==================== block 1
**Block 1: track usage over the die**

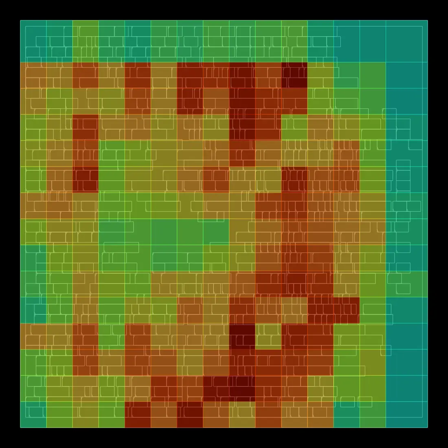

$ cat config.mk
export PLATFORM = sky130hd
export DESIGN_NAME = png_chunk_wr_flat
export DESIGN_NICKNAME = d
export VERILOG_FILES = /design/src/rtl/png_chunk_wr_if.sv /design/src/rtl/png_chunk_wr.sv /design/src/flat_wrapper.sv
export SDC_FILE = /design/constraint.sdc
export NUM_CORES = 1
export LEC_CHECK = 0
export CAP_MARGIN = 40
export CORE_UTILIZATION = 47
export DETAILED_ROUTE_END_ITERATION = 16
export GPL_TIMING_DRIVEN = 1
export PLACE_DENSITY = 0.95
export SYNTH_ARGS = -nofsm -noshare
export SYNTH_HDL_FRONTEND = slang
export SYNTH_SLANG_ARGS = --single-unit
$ cat constraint.sdc
create_clock -name clk -period 3 [get_ports clk]
set_input_delay 0.75 -clock clk [delete_from_list [all_inputs] [get_ports clk]]
set_output_delay 0.75 -clock clk [all_outputs]
set_load 0.01 [all_outputs]
$ cat src/rtl/png_chunk_wr_if.sv
// Handshake and data bundle between the PNG chunk writer, its upstream source,
// the crc32 stage and the downstream byte-stream writer.
interface png_chunk_wr_if;
    logic        start_i;
    logic [31:0] len_i;
    logic [31:0] type_i;
    logic        val_i;
    logic [31:0] dat_i;
    logic        rdy_o;
    logic        crc_start_o;
    logic        crc_val_o;
    logic [31:0] crc_dat_o;
    logic [31:0] crc_dat_i;
    logic        val_o;
    logic [31:0] dat_o;
    logic        lst_o;
    logic        done_o;
    logic        busy_o;

    modport slave (
        input  start_i, len_i, type_i, val_i, dat_i, crc_dat_i,
        output rdy_o, crc_start_o, crc_val_o, crc_dat_o,
               val_o, dat_o, lst_o, done_o, busy_o
    );

    modport master (
        output start_i, len_i, type_i, val_i, dat_i, crc_dat_i,
        input  rdy_o, crc_start_o, crc_val_o, crc_dat_o,
               val_o, dat_o, lst_o, done_o, busy_o
    );
endinterface

$ cat src/rtl/png_chunk_wr.sv
// Emits one PNG chunk (LENGTH, TYPE, DATA..., CRC) as 32-bit words, pacing the
// CRC-covered words into a byte-serial crc32 stage and appending its result.
module png_chunk_wr #(
    parameter int CNT_WD  = 16,
    parameter int CRC_CYC = 4
) (
    input  logic            clk,
    input  logic            rstn,
    png_chunk_wr_if.slave   bus
);

    localparam int PH_WD = $clog2(CRC_CYC);
    localparam logic [PH_WD-1:0] PH_LAST = PH_WD'(CRC_CYC - 1);
    localparam logic [PH_WD-1:0] PH_RDY  = PH_WD'(CRC_CYC - 2);

    typedef enum logic [2:0] {
        IDLE,
        LEN,
        TYPE,
        DATA,
        WAIT,
        CRC
    } state_e;

    state_e              state_q, state_d;
    logic [CNT_WD-1:0]   cnt_q, cnt_d;
    logic [31:0]         type_q, type_d;
    logic [PH_WD-1:0]    ph_q, ph_d;
    logic                rdy_q, rdy_d;
    logic                crcStart_q, crcStart_d;
    logic                crcVal_q, crcVal_d;
    logic [31:0]         crcDat_q, crcDat_d;
    logic                val_q, val_d;
    logic [31:0]         dat_q, dat_d;
    logic                lst_q, lst_d;
    logic                done_q, done_d;
    logic                busy_q, busy_d;
    logic                accept;

    assign accept = rdy_q && bus.val_i && (state_q == DATA);

    // ph_q counts cycles since the last crc32 feed pulse and saturates at the
    // last byte slot; it gates both the next feed slot and the CRC readback.
    always_comb begin
        state_d    = state_q;
        cnt_d      = cnt_q;
        type_d     = type_q;
        ph_d       = (ph_q == PH_LAST) ? ph_q : ph_q + PH_WD'(1);
        rdy_d      = 1'b0;
        crcStart_d = 1'b0;
        crcVal_d   = 1'b0;
        crcDat_d   = (ph_q == PH_LAST) ? 32'h0 : crcDat_q;
        val_d      = 1'b0;
        dat_d      = 32'h0;
        lst_d      = 1'b0;
        done_d     = 1'b0;

        case (state_q)
            IDLE: begin
                crcDat_d = 32'h0;
                if (bus.start_i) begin
                    type_d     = bus.type_i;
                    cnt_d      = bus.len_i[CNT_WD+1:2];
                    val_d      = 1'b1;
                    dat_d      = bus.len_i & 32'hFFFF_FFFC;
                    crcStart_d = 1'b1;
                    state_d    = LEN;
                end
            end
            LEN: begin
                val_d    = 1'b1;
                dat_d    = type_q;
                crcVal_d = 1'b1;
                crcDat_d = type_q;
                ph_d     = '0;
                state_d  = TYPE;
            end
            TYPE: begin
                state_d = (cnt_q == '0) ? WAIT : DATA;
            end
            DATA: begin
                if (accept) begin
                    val_d    = 1'b1;
                    dat_d    = bus.dat_i;
                    crcVal_d = 1'b1;
                    crcDat_d = bus.dat_i;
                    ph_d     = '0;
                    cnt_d    = cnt_q - CNT_WD'(1);
                    if (cnt_q == CNT_WD'(1)) begin
                        state_d = WAIT;
                    end
                end else begin
                    rdy_d = (ph_q >= PH_RDY);
                end
            end
            WAIT: begin
                if (ph_q == PH_LAST) begin
                    state_d = CRC;
                end
            end
            CRC: begin
                val_d   = 1'b1;
                dat_d   = bus.crc_dat_i;
                lst_d   = 1'b1;
                done_d  = 1'b1;
                state_d = IDLE;
            end
            default: begin
                state_d = IDLE;
            end
        endcase

        busy_d = (state_d != IDLE);
    end

    // A reset mid-chunk simply drops the chunk; no CRC word is produced.
    always_ff @(posedge clk or negedge rstn) begin
        if (!rstn) begin
            state_q    <= IDLE;
            cnt_q      <= '0;
            type_q     <= 32'h0;
            ph_q       <= '0;
            rdy_q      <= 1'b0;
            crcStart_q <= 1'b0;
            crcVal_q   <= 1'b0;
            crcDat_q   <= 32'h0;
            val_q      <= 1'b0;
            dat_q      <= 32'h0;
            lst_q      <= 1'b0;
            done_q     <= 1'b0;
            busy_q     <= 1'b0;
        end else begin
            state_q    <= state_d;
            cnt_q      <= cnt_d;
            type_q     <= type_d;
            ph_q       <= ph_d;
            rdy_q      <= rdy_d;
            crcStart_q <= crcStart_d;
            crcVal_q   <= crcVal_d;
            crcDat_q   <= crcDat_d;
            val_q      <= val_d;
            dat_q      <= dat_d;
            lst_q      <= lst_d;
            done_q     <= done_d;
            busy_q     <= busy_d;
        end
    end

    assign bus.rdy_o       = rdy_q;
    assign bus.crc_start_o = crcStart_q;
    assign bus.crc_val_o   = crcVal_q;
    assign bus.crc_dat_o   = crcDat_q;
    assign bus.val_o       = val_q;
    assign bus.dat_o       = dat_q;
    assign bus.lst_o       = lst_q;
    assign bus.done_o      = done_q;
    assign bus.busy_o      = busy_q;

    // The word counter only holds len_i[CNT_WD+1:2]; wider lengths would wrap.
    lenRange: assert property (@(posedge clk) disable iff (!rstn)
        (state_q == IDLE && bus.start_i) |-> (bus.len_i[31:CNT_WD+2] == '0));

endmodule

$ cat src/flat_wrapper.sv
// flat-port wrapper written by rule: the top's interface ports become plain ports
module png_chunk_wr_flat 
#(
    parameter int CNT_WD  = 16,
    parameter int CRC_CYC = 4
)
  (clk, rstn, bus_start_i, bus_len_i, bus_type_i, bus_val_i, bus_dat_i, bus_crc_dat_i, bus_rdy_o, bus_crc_start_o, bus_crc_val_o, bus_crc_dat_o, bus_val_o, bus_dat_o, bus_lst_o, bus_done_o, bus_busy_o);
  png_chunk_wr_if bus_i ();
  input  logic clk;
  input  logic rstn;
  input wire logic [$bits(bus_i.start_i)-1:0] bus_start_i;
  input wire logic [$bits(bus_i.len_i)-1:0] bus_len_i;
  input wire logic [$bits(bus_i.type_i)-1:0] bus_type_i;
  input wire logic [$bits(bus_i.val_i)-1:0] bus_val_i;
  input wire logic [$bits(bus_i.dat_i)-1:0] bus_dat_i;
  input wire logic [$bits(bus_i.crc_dat_i)-1:0] bus_crc_dat_i;
  output wire logic [$bits(bus_i.rdy_o)-1:0] bus_rdy_o;
  output wire logic [$bits(bus_i.crc_start_o)-1:0] bus_crc_start_o;
  output wire logic [$bits(bus_i.crc_val_o)-1:0] bus_crc_val_o;
  output wire logic [$bits(bus_i.crc_dat_o)-1:0] bus_crc_dat_o;
  output wire logic [$bits(bus_i.val_o)-1:0] bus_val_o;
  output wire logic [$bits(bus_i.dat_o)-1:0] bus_dat_o;
  output wire logic [$bits(bus_i.lst_o)-1:0] bus_lst_o;
  output wire logic [$bits(bus_i.done_o)-1:0] bus_done_o;
  output wire logic [$bits(bus_i.busy_o)-1:0] bus_busy_o;
  assign bus_i.start_i = bus_start_i;
  assign bus_i.len_i = bus_len_i;
  assign bus_i.type_i = bus_type_i;
  assign bus_i.val_i = bus_val_i;
  assign bus_i.dat_i = bus_dat_i;
  assign bus_i.crc_dat_i = bus_crc_dat_i;
  assign bus_rdy_o = bus_i.rdy_o;
  assign bus_crc_start_o = bus_i.crc_start_o;
  assign bus_crc_val_o = bus_i.crc_val_o;
  assign bus_crc_dat_o = bus_i.crc_dat_o;
  assign bus_val_o = bus_i.val_o;
  assign bus_dat_o = bus_i.dat_o;
  assign bus_lst_o = bus_i.lst_o;
  assign bus_done_o = bus_i.done_o;
  assign bus_busy_o = bus_i.busy_o;
  png_chunk_wr #(.CNT_WD(CNT_WD), .CRC_CYC(CRC_CYC)) u_core (.clk(clk), .rstn(rstn), .bus(bus_i));
endmodule
==================== block 2
==> src/rtl/wash_phase_timer_if.sv <==
// Controller <-> phase timer bundle: phase request, power/cancel, duration
// configuration port and timer status.
interface wash_phase_timer_if #(
   parameter int CNT_W = 16
);
   logic             timer_enable;
   logic [1:0]       phase_sel;
   logic             power_on;
   logic             cancel;
   logic             cfg_we;
   logic [1:0]       cfg_addr;
   logic [CNT_W-1:0] cfg_data;
   logic             timer_done;
   logic [CNT_W-1:0] remaining;
   logic             running;
   logic             paused;

   // Controller side.
   modport master (
      output timer_enable, phase_sel, power_on, cancel,
      output cfg_we, cfg_addr, cfg_data,
      input  timer_done, remaining, running, paused
   );

   // Timer side.
   modport slave (
      input  timer_enable, phase_sel, power_on, cancel,
      input  cfg_we, cfg_addr, cfg_data,
      output timer_done, remaining, running, paused
   );
endinterface

==> src/rtl/wash_phase_timer.sv <==
// Phase-duration timer: loads the configured duration of the requested wash
// phase and counts it down on a prescaled time base, freezing on power loss.
module wash_phase_timer #(
   parameter int CNT_W     = 16,
   parameter int PRESCALE  = 1000,
   parameter int SOAK_DEF  = 10,
   parameter int WASH_DEF  = 20,
   parameter int RINSE_DEF = 15,
   parameter int SPIN_DEF  = 8
) (
   input logic               clk,
   input logic               rst_n,
   wash_phase_timer_if.slave bus
);

   localparam int               PRE_W    = (PRESCALE > 1) ? $clog2(PRESCALE) : 1;
   localparam logic [PRE_W-1:0] PRE_LAST = PRE_W'(PRESCALE - 1);

   typedef enum logic [2:0] {
      IDLE,
      LOAD,
      COUNT,
      PAUSE,
      DONE,
      WAIT
   } state_t;

   state_t           state_q, state_d;
   logic [CNT_W-1:0] dur_q [4];
   logic [1:0]       cur_phase_q;
   logic [CNT_W-1:0] remaining_q;
   logic [PRE_W-1:0] pre_q;

   logic do_load;
   logic do_clear;
   logic do_step;
   logic tick;
   logic last_tick;
   logic stop_req;

   assign tick      = (pre_q == PRE_LAST);
   assign last_tick = tick && (remaining_q == CNT_W'(1));
   assign stop_req  = bus.cancel || !bus.timer_enable;

   // NOTE: every sequential block uses non-blocking assignments so all
   // registers update from the same pre-edge values.
   always_ff @(posedge clk or negedge rst_n) begin
      if (!rst_n) state_q <= IDLE;
      else        state_q <= state_d;
   end

   // NOTE: each output of this block gets a default first, so no path
   // through the case leaves a value unassigned and no latch is inferred.
   always_comb begin
      state_d  = state_q;
      do_load  = 1'b0;
      do_clear = 1'b0;
      do_step  = 1'b0;
      unique case (state_q)
         IDLE: begin
            if (bus.timer_enable && bus.power_on && !bus.cancel) state_d = LOAD;
         end
         LOAD: begin
            do_load = 1'b1;
            state_d = (dur_q[bus.phase_sel] == '0) ? DONE : COUNT;
         end
         COUNT: begin
            if (stop_req) begin
               do_clear = 1'b1;
               state_d  = IDLE;
            end else if (bus.phase_sel != cur_phase_q) begin
               state_d = LOAD;
            end else if (!bus.power_on) begin
               state_d = PAUSE;
            end else begin
               do_step = 1'b1;
               if (last_tick) state_d = DONE;
            end
         end
         PAUSE: begin
            // The resume cycle itself counts, so each powered-down cycle
            // costs exactly one cycle of completion time.
            if (stop_req) begin
               do_clear = 1'b1;
               state_d  = IDLE;
            end else if (bus.power_on) begin
               do_step = 1'b1;
               state_d = last_tick ? DONE : COUNT;
            end
         end
         DONE: begin
            // Hold done until a powered cycle so a frozen controller sees it.
            if (bus.cancel) begin
               do_clear = 1'b1;
               state_d  = IDLE;
            end else if (bus.power_on) begin
               state_d = WAIT;
            end
         end
         WAIT: begin
            if (stop_req)                           state_d = IDLE;
            else if (bus.phase_sel != cur_phase_q)  state_d = LOAD;
         end
         default: state_d = IDLE;
      endcase
   end

   // NOTE: the duration file is deliberately reset; reset must restore the
   // default phase durations and drop any runtime configuration.
   always_ff @(posedge clk or negedge rst_n) begin
      if (!rst_n) begin
         dur_q[0] <= CNT_W'(SOAK_DEF);
         dur_q[1] <= CNT_W'(WASH_DEF);
         dur_q[2] <= CNT_W'(RINSE_DEF);
         dur_q[3] <= CNT_W'(SPIN_DEF);
      end else if (bus.cfg_we) begin
         dur_q[bus.cfg_addr] <= bus.cfg_data;
      end
   end

   always_ff @(posedge clk or negedge rst_n) begin
      if (!rst_n) begin
         cur_phase_q <= 2'b00;
         remaining_q <= '0;
         pre_q       <= '0;
      end else if (do_load) begin
         cur_phase_q <= bus.phase_sel;
         remaining_q <= dur_q[bus.phase_sel];
         pre_q       <= '0;
      end else if (do_clear) begin
         remaining_q <= '0;
         pre_q       <= '0;
      end else if (do_step) begin
         if (tick) begin
            pre_q <= '0;
            if (remaining_q != '0) remaining_q <= remaining_q - CNT_W'(1);
         end else begin
            pre_q <= pre_q + PRE_W'(1);
         end
      end
   end

   assign bus.remaining  = remaining_q;
   assign bus.timer_done = (state_q == DONE);
   assign bus.running    = (state_q == COUNT) || (state_q == PAUSE);
   assign bus.paused     = (state_q == PAUSE);

endmodule

==> src/flat_wrapper.sv <==
// flat-port wrapper written by rule: the top's interface ports become plain ports
module wash_phase_timer_flat 
#(
   parameter int CNT_W     = 16,
   parameter int PRESCALE  = 1000,
   parameter int SOAK_DEF  = 10,
   parameter int WASH_DEF  = 20,
   parameter int RINSE_DEF = 15,
   parameter int SPIN_DEF  = 8
)
  (clk, rst_n, bus_timer_enable, bus_phase_sel, bus_power_on, bus_cancel, bus_cfg_we, bus_cfg_addr, bus_cfg_data, bus_timer_done, bus_remaining, bus_running, bus_paused);
  wash_phase_timer_if #(.CNT_W(CNT_W)) bus_i ();
  input logic clk;
  input logic rst_n;
  input wire logic [$bits(bus_i.timer_enable)-1:0] bus_timer_enable;
  input wire logic [$bits(bus_i.phase_sel)-1:0] bus_phase_sel;
  input wire logic [$bits(bus_i.power_on)-1:0] bus_power_on;
  input wire logic [$bits(bus_i.cancel)-1:0] bus_cancel;
  input wire logic [$bits(bus_i.cfg_we)-1:0] bus_cfg_we;
  input wire logic [$bits(bus_i.cfg_addr)-1:0] bus_cfg_addr;
  input wire logic [$bits(bus_i.cfg_data)-1:0] bus_cfg_data;
  output wire logic [$bits(bus_i.timer_done)-1:0] bus_timer_done;
  output wire logic [$bits(bus_i.remaining)-1:0] bus_remaining;
  output wire logic [$bits(bus_i.running)-1:0] bus_running;
  output wire logic [$bits(bus_i.paused)-1:0] bus_paused;
  assign bus_i.timer_enable = bus_timer_enable;
  assign bus_i.phase_sel = bus_phase_sel;
  assign bus_i.power_on = bus_power_on;
  assign bus_i.cancel = bus_cancel;
  assign bus_i.cfg_we = bus_cfg_we;
  assign bus_i.cfg_addr = bus_cfg_addr;
  assign bus_i.cfg_data = bus_cfg_data;
  assign bus_timer_done = bus_i.timer_done;
  assign bus_remaining = bus_i.remaining;
  assign bus_running = bus_i.running;
  assign bus_paused = bus_i.paused;
  wash_phase_timer #(.CNT_W(CNT_W), .PRESCALE(PRESCALE), .SOAK_DEF(SOAK_DEF), .WASH_DEF(WASH_DEF), .RINSE_DEF(RINSE_DEF), .SPIN_DEF(SPIN_DEF)) u_core (.clk(clk), .rst_n(rst_n), .bus(bus_i));
endmodule
==> config.mk <==
export PLATFORM = sky130hd
export DESIGN_NAME = wash_phase_timer_flat
export DESIGN_NICKNAME = d
export VERILOG_FILES = /design/src/rtl/wash_phase_timer_if.sv /design/src/rtl/wash_phase_timer.sv /design/src/flat_wrapper.sv
export SDC_FILE = /design/constraint.sdc
export NUM_CORES = 1
export LEC_CHECK = 0
export CORE_MARGIN = 5
export CORE_UTILIZATION = 50
export DETAILED_ROUTE_END_ITERATION = 16
export HOLD_SLACK_MARGIN = 0.15
export PLACE_DENSITY = 0.78
export SETUP_SLACK_MARGIN = 0.02
export SLEW_MARGIN = 0
export SYNTH_ARGS = -nofsm -noshare
export SYNTH_HDL_FRONTEND = slang
export SYNTH_SLANG_ARGS = --single-unit
==> constraint.sdc <==
create_clock -name clk -period 2.71 [get_ports clk]
set_input_delay 0.4065 -clock clk [delete_from_list [all_inputs] [get_ports clk]]
set_output_delay 0.4065 -clock clk [all_outputs]
set_load 0.02 [all_outputs]

==> notes/layouts.md <==
Pictures saved along the way, in no particular order.

Signal wires by layer.
Scale: 2 px per um.
picture 1
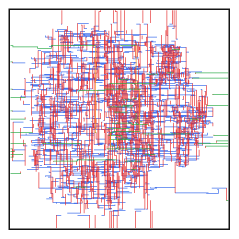
picture 2
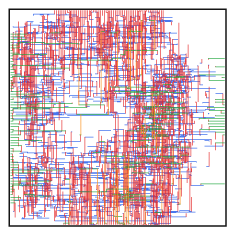
For block 2, see picture 1.
For block 1, see picture 2.
- most wire: picture 2

**Block 1: sequential cells grouped by signal name**

Scale: 2 px per um. Other sequential cells in the stronger gray, the rest of the logic in the fainter gray.
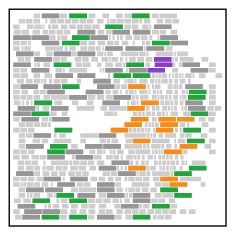
legend:
  u_core.bus.dat_o:
    color: green
    placed_flops: 32
    where: spread over the die
  u_core.cnt_q:
    color: orange
    placed_flops: 16
  u_core.state_q:
    color: purple
    placed_flops: 3
not colored: 72
Seq/total area: 0.386
sequential power: 2.32 mW
Reg area: 3080 um2
Final Util: 0.735

**Block 1: met3 routing**

Scale: 2 px per um. Cells faint in the background.
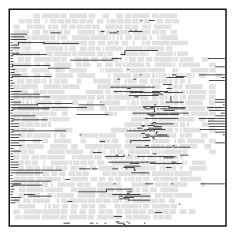
longest straight run: 37.9 um
main direction: horizontal
nets with wire on the layer: 156
via count: 4706
GR Util met3: 0.0914
Routed WL: 16.2 mm

About 'track usage over the die' of block 1:
routing usage on met2: 0.478
GRT Util Overall: 0.289
met1 Use GR: 0.328

==> impl_metrics.py, block 1 <==
# Auto-generated metrics
metrics = {
    "cells_and_area": {
        "top_area_cell_class": "registers",
        "layout_top_cell": "clkdlybuf4s50_1",
        "drive_above_1_share": 0.127,
        "buf_share": 0.264,
        "finalNonFillerCells": 810,
        "final_area_um2": 7970,
    },
    "logic_synthesis": {
        "adder_share": 0.00716,
        "top_logic_kind": "AND-OR/OR-AND gates",
        "ys.flops": 123,
    },
    "placed_design": {
        "placed_area_um2": 7410,
        "io_buffers": 200,
        "place_ws_ns": 0.571,
        "dp_cells": 778,
    },
    "sta": {
        "holdWs_ns": 0.186,
        "max_slew_margin": 0.525,
        "drv_slew": 0,
    },
    "critical_path": {
        "cp_top_family": "simple AND/OR/NAND/NOR gates",
        "crit_arrival_ns": 2.74,
    },
    "floorplanning": {
        "chipArea_um2": 11600,
        "fp_util": 0.484,
        "core_um2": 10800,
    },
    "run_status": {
        "outcome": "completed",
    },
    "global_route": {
        "antenna_found_initial": 0,
        "grt_pass1_wl_mm": 24.9,
    },
    "power": {
        "p_int_mw": 4.21,
    },
    "routing": {
        "dr_wl_met2_mm": 8.26,
        "dr.max_layer_used": "met4",
        "detail_route.wl_per_cell_um": 20.0,
        "drt-initial-drc-count": 348,
    },
    "clock_network": {
        "insertion_delay_ns": 0.52,
    },
}
**Block 2: track usage over the die**

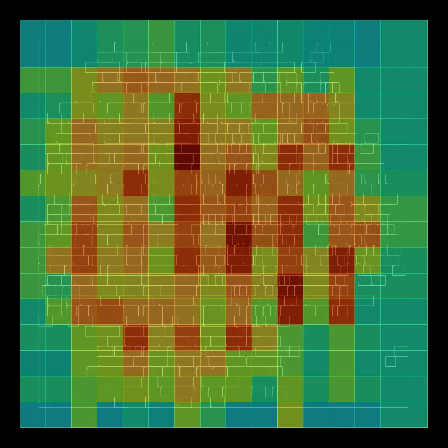
GR Util met3: 0.0409
routing usage on met2: 0.331

**Block 2: met3 routing**

Scale: 2 px per um. Cells faint in the background.
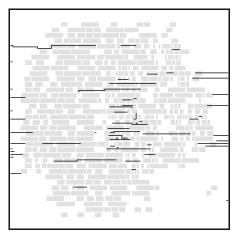
share of all routed wire: 4.4%
nets with wire on the layer: 49
main direction: horizontal
wire length on this layer: 493 um
longest straight run: 23.5 um
Routed WL: 11.1 mm
via count: 3646

==> impl_metrics.py, block 2 <==
# Auto-generated metrics
metrics = {
    "cells_and_area": {
        "nFlopsAndLatches": 95,
        "final_cell_mix": "dfrtp_1 (86), mux2_2 (67), clkdlybuf4s50_1 (43)",
    },
    "clock_network": {
        "clock-sinks": 95,
        "postCtsResizedCells": 0,
    },
    "floorplanning": {
        "nWellTaps": 133,
    },
    "power": {
        "top_power_group": "combinational cells",
        "pg_comb_mw": 2.07,
    },
    "placed_design": {
        "dp_hpwl_mm": 8.08,
        "placed_area_um2": 5740,
    },
    "critical_path": {
        "cp-end-kind": "flip-flop",
        "crit_type": "in -> reg",
        "slowest_stage": "mux4_1",
        "critPathRequiredTime_ns": 2.96,
    },
    "logic_synthesis": {
        "ys_types": 61,
    },
    "run_status": {
        "outcome": "completed",
    },
}

==================== block 3
**Block 3: signal wires by layer**

Scale: 4 px per um.
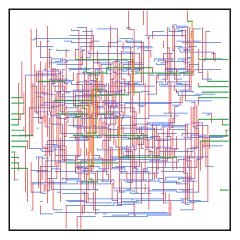

[config.mk]
export PLATFORM = sky130hd
export DESIGN_NAME = flex_updown_counter_flat
export DESIGN_NICKNAME = d
export VERILOG_FILES = /design/src/rtl/flex_cnt_pkg.sv /design/src/rtl/flex_updown_counter_if.sv /design/src/rtl/flex_prescaler.sv /design/src/rtl/flex_updown_counter.sv /design/src/flat_wrapper.sv
export SDC_FILE = /design/constraint.sdc
export NUM_CORES = 1
export LEC_CHECK = 0
export CAP_MARGIN = 20
export CORE_MARGIN = 1.5
export CORE_UTILIZATION = 43
export DETAILED_ROUTE_END_ITERATION = 8
export PLACE_DENSITY = 0.75
export SYNTH_ARGS = -nofsm -noshare
export SYNTH_HDL_FRONTEND = slang
export SYNTH_SLANG_ARGS = --single-unit
[constraint.sdc]
create_clock -name clk -period 2.1 [get_ports clk]
set_input_delay 0.21 -clock clk [delete_from_list [all_inputs] [get_ports clk]]
set_output_delay 0.21 -clock clk [all_outputs]
set_load 0.05 [all_outputs]
[src/rtl/flex_cnt_pkg.sv]
// rtl/flex_cnt_pkg.sv - shared types for the flex up/down counter
package flex_cnt_pkg;

    typedef enum logic {
        DIR_DOWN = 1'b0,
        DIR_UP   = 1'b1
    } count_dir_t;

    typedef enum logic {
        MODE_WRAP = 1'b0,
        MODE_SAT  = 1'b1
    } count_mode_t;

endpackage

[src/rtl/flex_updown_counter_if.sv]
// rtl/flex_updown_counter_if.sv - control and status bundle for the flex up/down counter
interface flex_updown_counter_if #(
    parameter int NUM_CNT_BITS  = 4,
    parameter int PRESCALE_BITS = 4
);
    logic                     clear;
    logic                     load;
    logic [NUM_CNT_BITS-1:0]  load_val;
    logic [NUM_CNT_BITS-1:0]  clear_val;
    logic                     count_enable;
    logic                     count_up;
    logic                     saturate;
    logic [NUM_CNT_BITS-1:0]  rollover_val;
    logic [PRESCALE_BITS-1:0] prescale_div;
    logic [NUM_CNT_BITS-1:0]  count_out;
    logic                     rollover_flag;
    logic                     bottom_flag;
    logic                     wrap_pulse;
    logic                     sat_flag;

    modport master (
        output clear, load, load_val, clear_val, count_enable, count_up,
               saturate, rollover_val, prescale_div,
        input  count_out, rollover_flag, bottom_flag, wrap_pulse, sat_flag
    );

    modport slave (
        input  clear, load, load_val, clear_val, count_enable, count_up,
               saturate, rollover_val, prescale_div,
        output count_out, rollover_flag, bottom_flag, wrap_pulse, sat_flag
    );
endinterface

[src/rtl/flex_prescaler.sv]
// rtl/flex_prescaler.sv - enable divider producing one tick per (div+1) enabled cycles
module flex_prescaler #(
    parameter int PRESCALE_BITS = 4
) (
    input  logic                     clk,
    input  logic                     n_rst,
    input  logic                     restart,
    input  logic                     enable,
    input  logic [PRESCALE_BITS-1:0] div,
    output logic                     tick
);
    logic [PRESCALE_BITS-1:0] r_cnt;

    assign tick = enable && (r_cnt == div);

    // Phase counter: restart forces 0, enabled cycles advance, disabled cycles hold the phase
    always_ff @(posedge clk or negedge n_rst) begin
        if (!n_rst) begin
            r_cnt <= '0;
        end else if (restart) begin
            r_cnt <= '0;
        end else if (enable) begin
            r_cnt <= tick ? '0 : r_cnt + 1'b1;
        end
    end
endmodule

[src/rtl/flex_updown_counter.sv]
// rtl/flex_updown_counter.sv - up/down counter with wrap/saturate, load, prescaler and registered flags
module flex_updown_counter
    import flex_cnt_pkg::*;
#(
    parameter int NUM_CNT_BITS  = 4,
    parameter int PRESCALE_BITS = 4
) (
    input  logic                  clk,
    input  logic                  n_rst,
    flex_updown_counter_if.slave  bus
);
    localparam logic [NUM_CNT_BITS-1:0] ONE = NUM_CNT_BITS'(1);

    logic [NUM_CNT_BITS-1:0] r_count;
    logic                    r_roll;
    logic                    r_bot;
    logic                    r_wrap;
    logic                    r_sat;

    logic [NUM_CNT_BITS-1:0] w_next;
    logic                    w_wrap;
    logic                    w_tick;
    logic                    w_restart;
    logic                    w_sat_next;
    count_dir_t              w_dir;
    count_mode_t             w_mode;

    assign w_restart = bus.clear || bus.load;
    assign w_dir     = bus.count_up ? DIR_UP : DIR_DOWN;
    assign w_mode    = bus.saturate ? MODE_SAT : MODE_WRAP;

    flex_prescaler #(
        .PRESCALE_BITS(PRESCALE_BITS)
    ) u_prescaler (
        .clk     (clk),
        .n_rst   (n_rst),
        .restart (w_restart),
        .enable  (bus.count_enable),
        .div     (bus.prescale_div),
        .tick    (w_tick)
    );

    // Next count: clear > load > step on tick > hold; out-of-range values behave as terminal
    always_comb begin
        w_next = r_count;
        w_wrap = 1'b0;
        if (bus.clear) begin
            w_next = bus.clear_val;
        end else if (bus.load) begin
            w_next = bus.load_val;
        end else if (w_tick && (bus.rollover_val != '0)) begin
            if (w_dir == DIR_UP) begin
                if (r_count >= bus.rollover_val) begin
                    w_next = (w_mode == MODE_SAT) ? bus.rollover_val : ONE;
                    w_wrap = (w_mode == MODE_WRAP);
                end else begin
                    w_next = r_count + ONE;
                end
            end else begin
                if (r_count <= ONE) begin
                    w_next = (w_mode == MODE_SAT) ? ONE : bus.rollover_val;
                    w_wrap = (w_mode == MODE_WRAP);
                end else begin
                    w_next = r_count - ONE;
                end
            end
        end
    end

    // Saturation flag looks at the terminal of the direction currently selected
    always_comb begin
        w_sat_next = 1'b0;
        if (w_mode == MODE_SAT) begin
            w_sat_next = (w_dir == DIR_UP) ? (w_next == bus.rollover_val) : (w_next == ONE);
        end
    end

    // Count and flags registered together so the flags line up with count_out
    always_ff @(posedge clk or negedge n_rst) begin
        if (!n_rst) begin
            r_count <= '0;
            r_roll  <= 1'b0;
            r_bot   <= 1'b0;
            r_wrap  <= 1'b0;
            r_sat   <= 1'b0;
        end else begin
            r_count <= w_next;
            r_roll  <= (w_next == bus.rollover_val);
            r_bot   <= (w_next == ONE);
            r_wrap  <= w_wrap;
            r_sat   <= w_sat_next;
        end
    end

    assign bus.count_out     = r_count;
    assign bus.rollover_flag = r_roll;
    assign bus.bottom_flag   = r_bot;
    assign bus.wrap_pulse    = r_wrap;
    assign bus.sat_flag      = r_sat;
endmodule

[src/flat_wrapper.sv]
// flat-port wrapper written by rule: the top's interface ports become plain ports
module flex_updown_counter_flat import flex_cnt_pkg::*;
#(
    parameter int NUM_CNT_BITS  = 4,
    parameter int PRESCALE_BITS = 4
)
  (clk, n_rst, bus_clear, bus_load, bus_load_val, bus_clear_val, bus_count_enable, bus_count_up, bus_saturate, bus_rollover_val, bus_prescale_div, bus_count_out, bus_rollover_flag, bus_bottom_flag, bus_wrap_pulse, bus_sat_flag);
  flex_updown_counter_if #(.NUM_CNT_BITS(NUM_CNT_BITS), .PRESCALE_BITS(PRESCALE_BITS)) bus_i ();
  input  logic clk;
  input  logic n_rst;
  input wire logic [$bits(bus_i.clear)-1:0] bus_clear;
  input wire logic [$bits(bus_i.load)-1:0] bus_load;
  input wire logic [$bits(bus_i.load_val)-1:0] bus_load_val;
  input wire logic [$bits(bus_i.clear_val)-1:0] bus_clear_val;
  input wire logic [$bits(bus_i.count_enable)-1:0] bus_count_enable;
  input wire logic [$bits(bus_i.count_up)-1:0] bus_count_up;
  input wire logic [$bits(bus_i.saturate)-1:0] bus_saturate;
  input wire logic [$bits(bus_i.rollover_val)-1:0] bus_rollover_val;
  input wire logic [$bits(bus_i.prescale_div)-1:0] bus_prescale_div;
  output wire logic [$bits(bus_i.count_out)-1:0] bus_count_out;
  output wire logic [$bits(bus_i.rollover_flag)-1:0] bus_rollover_flag;
  output wire logic [$bits(bus_i.bottom_flag)-1:0] bus_bottom_flag;
  output wire logic [$bits(bus_i.wrap_pulse)-1:0] bus_wrap_pulse;
  output wire logic [$bits(bus_i.sat_flag)-1:0] bus_sat_flag;
  assign bus_i.clear = bus_clear;
  assign bus_i.load = bus_load;
  assign bus_i.load_val = bus_load_val;
  assign bus_i.clear_val = bus_clear_val;
  assign bus_i.count_enable = bus_count_enable;
  assign bus_i.count_up = bus_count_up;
  assign bus_i.saturate = bus_saturate;
  assign bus_i.rollover_val = bus_rollover_val;
  assign bus_i.prescale_div = bus_prescale_div;
  assign bus_count_out = bus_i.count_out;
  assign bus_rollover_flag = bus_i.rollover_flag;
  assign bus_bottom_flag = bus_i.bottom_flag;
  assign bus_wrap_pulse = bus_i.wrap_pulse;
  assign bus_sat_flag = bus_i.sat_flag;
  flex_updown_counter #(.NUM_CNT_BITS(NUM_CNT_BITS), .PRESCALE_BITS(PRESCALE_BITS)) u_core (.clk(clk), .n_rst(n_rst), .bus(bus_i));
endmodule
==================== block 4
File: src/rtl/nibble_serial_adder_pkg.sv
// Shared definitions for the nibble-serial adder: state encodings and nibble width.
package nibble_serial_adder_pkg;

  // Bits handled by the adder slice each cycle.
  localparam int unsigned NIB_W = 4;

  // Controller states.
  typedef enum logic [1:0] {
    S_IDLE = 2'd0,
    S_RUN  = 2'd1,
    S_DONE = 2'd2
  } state_t;

  // One full-adder bit: returns {carry_out, sum}.
  function automatic logic [1:0] full_add(input logic x, input logic y, input logic c);
    full_add = {(x & y) | (x & c) | (y & c), x ^ y ^ c};
  endfunction

endpackage : nibble_serial_adder_pkg

File: src/rtl/nibble_serial_adder_nibble_add4.sv
// Combinational 4-bit ripple-carry adder slice built from per-bit full adders.
module nibble_add4
  import nibble_serial_adder_pkg::*;
(
  input  logic [NIB_W-1:0] a,
  input  logic [NIB_W-1:0] b,
  input  logic             cin,
  output logic [NIB_W-1:0] s,
  output logic             cout
);

  // Ripple the carry through each bit position, LSB first.
  always_comb begin
    logic       c;
    logic [1:0] fa;
    s  = '0;
    c  = cin;
    fa = '0;
    for (int i = 0; i < int'(NIB_W); i++) begin
      fa   = full_add(a[i], b[i], c);
      s[i] = fa[0];
      c    = fa[1];
    end
    cout = c;
  end

endmodule : nibble_add4

File: src/rtl/nibble_serial_adder.sv
// Multi-cycle WIDTH-bit adder: one nibble per clock, LSB first, through a shared 4-bit slice.
module nibble_serial_adder
  import nibble_serial_adder_pkg::*;
#(
  parameter int unsigned WIDTH = 16
) (
  input  logic             clk,
  input  logic             reset,
  input  logic             start,
  input  logic [WIDTH-1:0] a,
  input  logic [WIDTH-1:0] b,
  input  logic             cin,
  output logic             busy,
  output logic             done,
  output logic [WIDTH-1:0] sum,
  output logic             cout
);

  localparam int unsigned NIB   = WIDTH / NIB_W;
  localparam int unsigned IDX_W = (NIB > 1) ? $clog2(NIB) : 1;
  localparam logic [IDX_W-1:0] IDX_LAST = IDX_W'(NIB - 1);

  state_t             state;
  logic [WIDTH-1:0]   a_r;
  logic [WIDTH-1:0]   b_r;
  logic               carry;
  logic [IDX_W-1:0]   idx;

  logic [NIB_W-1:0]   a_nib;
  logic [NIB_W-1:0]   b_nib;
  logic [NIB_W-1:0]   s4;
  logic               c4;

  // Select the operand nibbles addressed by idx for the adder slice.
  always_comb begin
    a_nib = '0;
    b_nib = '0;
    for (int i = 0; i < int'(NIB); i++) begin
      if (idx == IDX_W'(i)) begin
        a_nib = a_r[i*NIB_W +: NIB_W];
        b_nib = b_r[i*NIB_W +: NIB_W];
      end
    end
  end

  nibble_add4 u_add4 (
    .a    (a_nib),
    .b    (b_nib),
    .cin  (carry),
    .s    (s4),
    .cout (c4)
  );

  // Controller, operand capture and result collection; all outputs registered.
  always_ff @(posedge clk or posedge reset) begin
    if (reset) begin
      state <= S_IDLE;
      a_r   <= '0;
      b_r   <= '0;
      carry <= 1'b0;
      idx   <= '0;
      sum   <= '0;
      cout  <= 1'b0;
      busy  <= 1'b0;
      done  <= 1'b0;
    end else begin
      case (state)
        S_IDLE, S_DONE: begin
          done <= 1'b0;
          if (start) begin
            a_r   <= a;
            b_r   <= b;
            carry <= cin;
            idx   <= '0;
            sum   <= '0;
            cout  <= 1'b0;
            busy  <= 1'b1;
            state <= S_RUN;
          end else begin
            busy  <= 1'b0;
            state <= S_IDLE;
          end
        end

        S_RUN: begin
          for (int i = 0; i < int'(NIB); i++) begin
            if (idx == IDX_W'(i)) begin
              sum[i*NIB_W +: NIB_W] <= s4;
            end
          end
          carry <= c4;
          if (idx == IDX_LAST) begin
            // Last nibble: publish the carry-out and park idx at zero.
            cout  <= c4;
            idx   <= '0;
            busy  <= 1'b0;
            done  <= 1'b1;
            state <= S_DONE;
          end else begin
            idx <= idx + IDX_W'(1);
          end
        end

        default: begin
          busy  <= 1'b0;
          done  <= 1'b0;
          state <= S_IDLE;
        end
      endcase
    end
  end

endmodule : nibble_serial_adder

File: config.mk
export PLATFORM = sky130hd
export DESIGN_NAME = nibble_serial_adder
export DESIGN_NICKNAME = d
export VERILOG_FILES = /design/src/rtl/nibble_serial_adder_pkg.sv /design/src/rtl/nibble_serial_adder_nibble_add4.sv /design/src/rtl/nibble_serial_adder.sv
export SDC_FILE = /design/constraint.sdc
export NUM_CORES = 1
export LEC_CHECK = 0
export ABC_AREA = 1
export CORE_ASPECT_RATIO = 0.9
export CORE_MARGIN = 4
export CORE_UTILIZATION = 45
export CTS_BUF_LIST = sky130_fd_sc_hd__clkbuf_16
export CTS_CLUSTER_SIZE = 25
export DETAILED_ROUTE_END_ITERATION = 10
export GPL_ROUTABILITY_DRIVEN = 0
export PLACE_DENSITY = 0.77
export SYNTH_ARGS = -nofsm -noshare
export SYNTH_HDL_FRONTEND = slang
export SYNTH_SLANG_ARGS = --single-unit
export TNS_END_PERCENT = 100
File: constraint.sdc
create_clock -name clk -period 3.2 [get_ports clk]
set_input_delay 0.48 -clock clk [delete_from_list [all_inputs] [get_ports clk]]
set_output_delay 0.48 -clock clk [all_outputs]
set_load 0.005 [all_outputs]

==> gallery <==
Met3 routing.
Plate I
Scale: 4 px per um. Cells faint in the background.
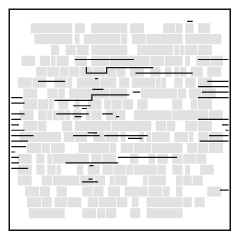
Plate II
Scale: 3 px per um. Cells faint in the background.
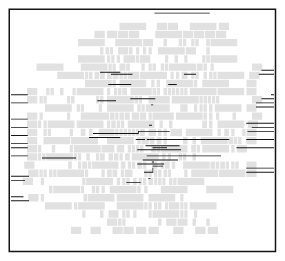
| from | picture |
|---|---|
| block 3 | Plate I |
| block 4 | Plate II |
The one with the largest die is Plate II.

**Block 3: wire density map**

Scale: 6 px per um. The die is cut into 11 by 11 equal tiles; dark purple is low, yellow is high, scaled to the fullest tile. Values are wire area over tile area, all layers added.
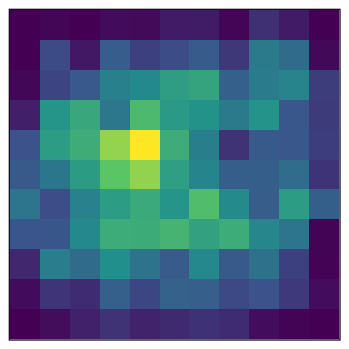
densest ninth of the die: center
nearly empty tiles: 9.9%
mean over tiles: 0.21
tiles over half the peak: 22%
GRT Util Overall: 0.287
Routed wire per std cell: 17.2 um
Routed WL: 3.93 mm
via count: 1381

Notes on 'signal wires by layer' of block 3 above:
legend:
  metal 4:
    color: orange
    wire_length: 83.6 um
  metal 2:
    color: red
    wire_length: 1960 um
  metal 1:
    color: blue
    wire_length: 1650 um
  metal 3:
    color: green
    wire_length: 243 um

==> impl_metrics.py, block 3 <==
# Auto-generated metrics
metrics = {
    "sta": {
        "setup_viol_count_final": 3,
        "setup_ws_ns": -0.338,
        "drv_slew": 0,
    },
    "cells_and_area": {
        "buf_share": 0.284,
        "seqAreaFraction": 0.157,
        "logic_area_um2": 1000,
    },
    "critical_path": {
        "cp_top_family": "AND-OR/OR-AND gates",
        "critical_path.endpoint": "u_core.bus.sat_flag",
        "slowest_stage": "dfrtp_4",
    },
    "run_status": {
        "violations": "negative setup slack",
        "outcome": "finished, violations left",
    },
    "logic_synthesis": {
        "ys_sh_aoi": 0.322,
    },
    "job": {
        "drv_cap": 0,
    },
    "routing": {
        "ant_nets": 0,
        "drt-met1-wl_mm": 1.65,
    },
    "clock_network": {
        "root_buffer": "clkbuf_4",
        "postCtsResizedCells": 5,
    },
    "placed_design": {
        "gp_congestion": 0.916,
    },
    "global_route": {
        "grt_pass1_wl_mm": 5.99,
        "grtUsageMet1": 0.344,
    },
}
**Block 4: routed clock nets over the placement**

Scale: 4 px per um.
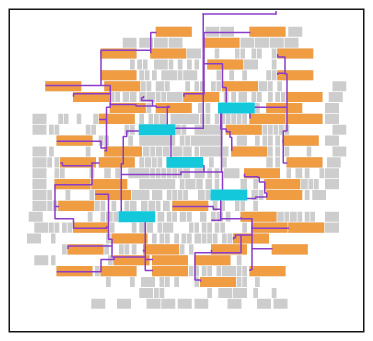
legend:
  flip-flops:
    color: orange
    count: 55
  clock drivers:
    color: cyan
    count: 5
  clock wires:
    color: purple
    length: 620 um
routed clock nets: 6
Clock Power Share: 0.144
clk latency late pin: 0.29 ns

**Block 4: signal wires by layer**

Scale: 3 px per um.
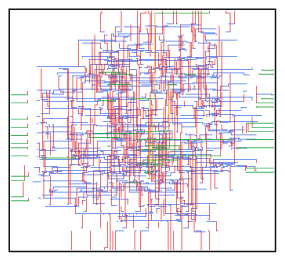
legend:
  metal 3:
    color: green
    wire_length: 375 um
  metal 1:
    color: blue
    wire_length: 2680 um
  metal 2:
    color: red
    wire_length: 2750 um
  metal 4:
    color: orange
    wire_length: 80.9 um
GRT Util Overall: 0.176
Routed WL: 5.88 mm
Routed wire per std cell: 13.0 um
via count: 2182

==> impl_metrics.py, block 4 <==
# Auto-generated metrics
metrics = {
    "sta": {
        "holdWs_ns": 0.473,
    },
    "power": {
        "pg_seq_mw": 1.21,
        "switching_share": 0.424,
    },
    "critical_path": {
        "cpMostUsedCell": "nand2_1",
        "cp_top_family": "adder cells",
        "cp-end-kind": "flip-flop",
    },
    "cells_and_area": {
        "sh_comb_area": 0.324,
        "final_util": 0.594,
        "inverters_excl_clock": 24,
        "logic_area_um2": 1090,
    },
    "global_route": {
        "top_usage_layer": "met2",
        "met2_usage": 0.268,
        "grt_pass1_vias": 2139,
        "antenna_found_initial": 0,
    },
    "logic_synthesis": {
        "ys_warn_count": 0,
        "ys.flops": 55,
        "ys_sh_aoi": 0.0422,
    },
    "placed_design": {
        "dp_hpwl_mm": 4.35,
    },
    "clock_network": {
        "cts_max_level": 2,
    },
    "job": {
        "drv_cap": 0,
    },
    "run_status": {
        "outcome": "completed",
    },
    "floorplanning": {
        "core_um2": 5660,
        "rows": 26,
    },
    "routing": {
        "ant_nets": 0,
        "drt-initial-drc-count": 198,
    },
    "min_path": {
        "hold_path_depth": 2,
    },
}

==================== block 5
**Block 5: track usage over the die**

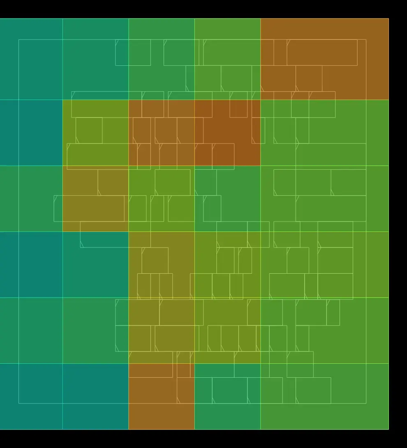
**Block 5: signal wires by layer**

Scale: 6 px per um.
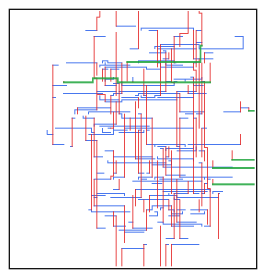
--- config.mk ---
export PLATFORM = sky130hd
export DESIGN_NAME = mux_scan_reg
export DESIGN_NICKNAME = d
export VERILOG_FILES = /design/src/rtl/mux_scan_reg.sv
export SDC_FILE = /design/constraint.sdc
export NUM_CORES = 1
export LEC_CHECK = 0
export CORE_AREA = 2 2 39 41
export DETAILED_ROUTE_END_ITERATION = 6
export DIE_AREA = 0 0 41 43
export PLACE_DENSITY = 0.69
export RECOVER_POWER = 100
export SETUP_SLACK_MARGIN = 0.1
export SLEW_MARGIN = 20
export SYNTH_ARGS = -nofsm -noshare
export SYNTH_HDL_FRONTEND = slang
export SYNTH_SLANG_ARGS = --single-unit
--- constraint.sdc ---
create_clock -name clk -period 3.5 [get_ports clk]
set_input_delay 0.7 -clock clk [delete_from_list [all_inputs] [get_ports clk]]
set_output_delay 0.7 -clock clk [all_outputs]
set_load 0.01 [all_outputs]
--- src/rtl/mux_scan_reg.sv ---
// mux_scan_reg: registered N_CH-channel, DW-bit multiplexer with manual select
// and round-robin auto-scan. Every output is taken straight from a flop, so
// no input reaches an output combinationally.
// Optional build macro MUX_SCAN_MASK_EN adds the ch_mask input.
// With ch_mask, SCAN skips masked channels and MANUAL treats them as illegal.
// Without the macro, every channel is treated as enabled.
module mux_scan_reg #(
    parameter int N_CH  = 4,
    parameter int DW    = 1,
    parameter int DWELL = 4,
    localparam int SELW = $clog2(N_CH)
) (
    input  logic                 clk,
    input  logic                 rst,
    input  logic                 en,
    input  logic                 mode,
    input  logic [SELW-1:0]      sel,
`ifdef MUX_SCAN_MASK_EN
    input  logic [N_CH-1:0]      ch_mask,
`endif
    input  logic [N_CH*DW-1:0]   din,
    output logic [DW-1:0]        dout,
    output logic [SELW-1:0]      cur_ch,
    output logic                 valid,
    output logic                 wrap
);

    localparam int              CW       = (DWELL > 1) ? $clog2(DWELL) : 1;
    localparam logic [CW-1:0]   CNT_LAST = CW'(DWELL - 1);
    localparam logic [SELW:0]   NCH_W    = (SELW + 1)'(N_CH);

    typedef enum logic {
        MANUAL,
        SCAN
    } state_t;

    state_t          state;
    logic [CW-1:0]   cnt;

    logic [N_CH-1:0] ch_en;

`ifdef MUX_SCAN_MASK_EN
    assign ch_en = ch_mask;
`else
    assign ch_en = '1;
`endif

    // Indices beyond N_CH-1 (non power-of-2 N_CH) match no loop entry, so they
    // come out as not ok with zero data.
    logic            man_ok;
    logic [DW-1:0]   man_data;
    logic            cur_legal;
    logic            cur_ok;
    logic [DW-1:0]   cur_data;

    // Decode the manual select and the current channel into data plus an enabled flag.
    always_comb begin
        man_ok    = 1'b0;
        man_data  = '0;
        cur_ok    = 1'b0;
        cur_data  = '0;
        cur_legal = ({1'b0, cur_ch} < NCH_W);
        for (int unsigned k = 0; k < N_CH; k++) begin
            if (SELW'(k) == sel) begin
                man_ok   = ch_en[k];
                man_data = din[k*DW +: DW];
            end
            if (SELW'(k) == cur_ch) begin
                cur_ok   = ch_en[k];
                cur_data = din[k*DW +: DW];
            end
        end
    end

    // The next scan channel is the lowest enabled index above cur_ch. If there
    // is none, the scan wraps to the lowest enabled index, which may be cur_ch
    // itself when only one channel is enabled. Every such wrap passes N_CH-1.
    logic            hi_found;
    logic [SELW-1:0] hi_ch;
    logic [DW-1:0]   hi_data;
    logic            lo_found;
    logic [SELW-1:0] lo_ch;
    logic [DW-1:0]   lo_data;
    logic            nxt_found;
    logic [SELW-1:0] nxt_ch;
    logic [DW-1:0]   nxt_data;
    logic            nxt_wrap;

    // Search for the next enabled channel in round-robin order.
    always_comb begin
        hi_found = 1'b0;
        hi_ch    = '0;
        hi_data  = '0;
        lo_found = 1'b0;
        lo_ch    = '0;
        lo_data  = '0;
        for (int unsigned j = 0; j < N_CH; j++) begin
            if (!hi_found && ch_en[j] && (SELW'(j) > cur_ch)) begin
                hi_found = 1'b1;
                hi_ch    = SELW'(j);
                hi_data  = din[j*DW +: DW];
            end
            if (!lo_found && ch_en[j]) begin
                lo_found = 1'b1;
                lo_ch    = SELW'(j);
                lo_data  = din[j*DW +: DW];
            end
        end
        nxt_found = hi_found | lo_found;
        nxt_ch    = hi_found ? hi_ch   : lo_ch;
        nxt_data  = hi_found ? hi_data : lo_data;
        nxt_wrap  = !hi_found && lo_found;
    end

    // Mode FSM with dwell counter and registered outputs.
    // rst overrides en. en=0 holds all state and only clears the wrap pulse.
    always_ff @(posedge clk) begin
        if (rst) begin
            state  <= MANUAL;
            cnt    <= '0;
            cur_ch <= '0;
            dout   <= '0;
            valid  <= 1'b0;
            wrap   <= 1'b0;
        end else if (!en) begin
            wrap <= 1'b0;
        end else if (!mode) begin
            // Manual mode, including the edge that leaves SCAN.
            state  <= MANUAL;
            cnt    <= '0;
            wrap   <= 1'b0;
            cur_ch <= sel;
            dout   <= man_ok ? man_data : '0;
            valid  <= man_ok;
        end else if (state == MANUAL) begin
            // Entering SCAN: the dwell restarts on the current channel. An
            // illegal manual index is replaced by channel 0.
            state <= SCAN;
            cnt   <= '0;
            wrap  <= 1'b0;
            if (cur_legal) begin
                dout  <= cur_ok ? cur_data : '0;
                valid <= cur_ok;
            end else begin
                cur_ch <= '0;
                dout   <= ch_en[0] ? din[DW-1:0] : '0;
                valid  <= ch_en[0];
            end
        end else if (cnt == CNT_LAST) begin
            cnt <= '0;
            if (nxt_found) begin
                cur_ch <= nxt_ch;
                dout   <= nxt_data;
                valid  <= 1'b1;
                wrap   <= nxt_wrap;
            end else begin
                dout  <= '0;
                valid <= 1'b0;
                wrap  <= 1'b0;
            end
        end else begin
            cnt   <= cnt + 1'b1;
            dout  <= cur_ok ? cur_data : '0;
            valid <= cur_ok;
            wrap  <= 1'b0;
        end
    end

endmodule

==> impl_metrics.py <==
# Auto-generated metrics
metrics = {
    "critical_path": {
        "cp-end-kind": "primary output",
        "slowest_delay_ns": 0.64,
        "cp_max_fo": 7,
        "crit_type": "reg -> out",
    },
    "logic_synthesis": {
        "yosys-top-cells-area": "dfxtp_1 (30%), ha_1 (14%), a21oi_1 (6.6%), mux2i_1 (3.8%), o21ai_0 (3.8%)",
        "synth_area_um2": 533,
        "yosys_area_um2": 533,
        "top_logic_kind": "AND-OR/OR-AND gates",
        "synth-edff-count": 0,
    },
    "power": {
        "switching_share": 0.252,
        "p_comb_frac": 0.208,
    },
    "cells_and_area": {
        "finalNonFillerCells": 95,
        "nFlopsAndLatches": 8,
        "final_cell_mix": "dfxtp_1 (8), clkdlybuf4s50_1 (8), a21oi_1 (7)",
    },
    "min_path": {
        "hold_path_end": "cnt[1]",
    },
    "global_route": {
        "use_met3": 0.0785,
    },
    "clock_network": {
        "cts_setup_buffers": 0,
        "cts.clk_slew.worst_paths_ns": 0.05,
        "cts_tree": "done",
    },
    "run_status": {
        "outcome": "completed",
    },
    "sta": {
        "rsz0062_at_grt": "no",
    },
    "job": {
        "drv_cap": 0,
    },
}
## Picture notes: 'track usage over the die' of block 5
GRT busiest layer: met2
GRT Util Overall: 0.145

## Picture notes: 'signal wires by layer' of block 5
legend:
  metal 3:
    color: green
    wire_length: 58.8 um
  metal 2:
    color: red
    wire_length: 522 um
  metal 1:
    color: blue
    wire_length: 540 um
Routed wire per std cell: 11.8 um
via count: 494



==> layout pictures side by side <==
Routed clock nets over the placement.
panel A
Scale: 6 px per um.
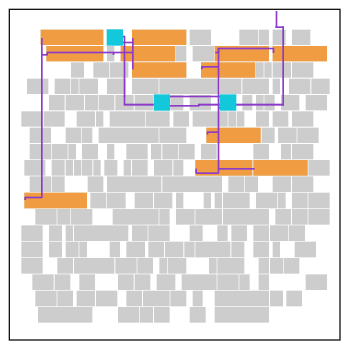
panel B
Scale: 3 px per um.
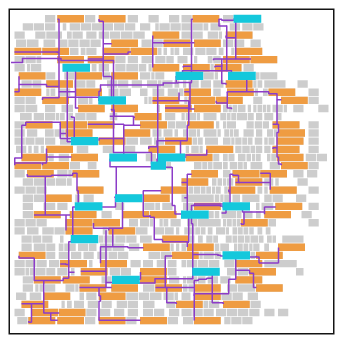
panel C
Scale: 8 px per um.
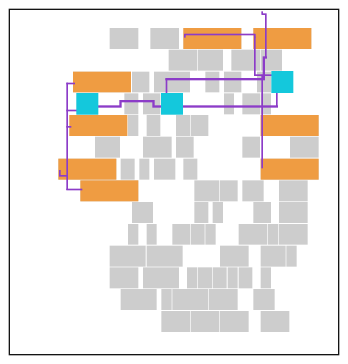
panel D
Scale: 3 px per um.
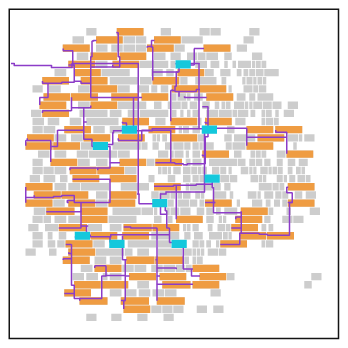
| picture | from |
|---|---|
| panel B | block 1 |
| panel A | block 3 |
| panel C | block 5 |
| panel D | block 2 |
- most sequential cells: panel B

Key to panel D:
legend:
  clock wires:
    color: purple
    length: 1060 um
  flip-flops:
    color: orange
    count: 95
  clock drivers:
    color: cyan
    count: 9
routed clock nets: 10

No activity file was given, so power comes from the tool's default toggle rates.
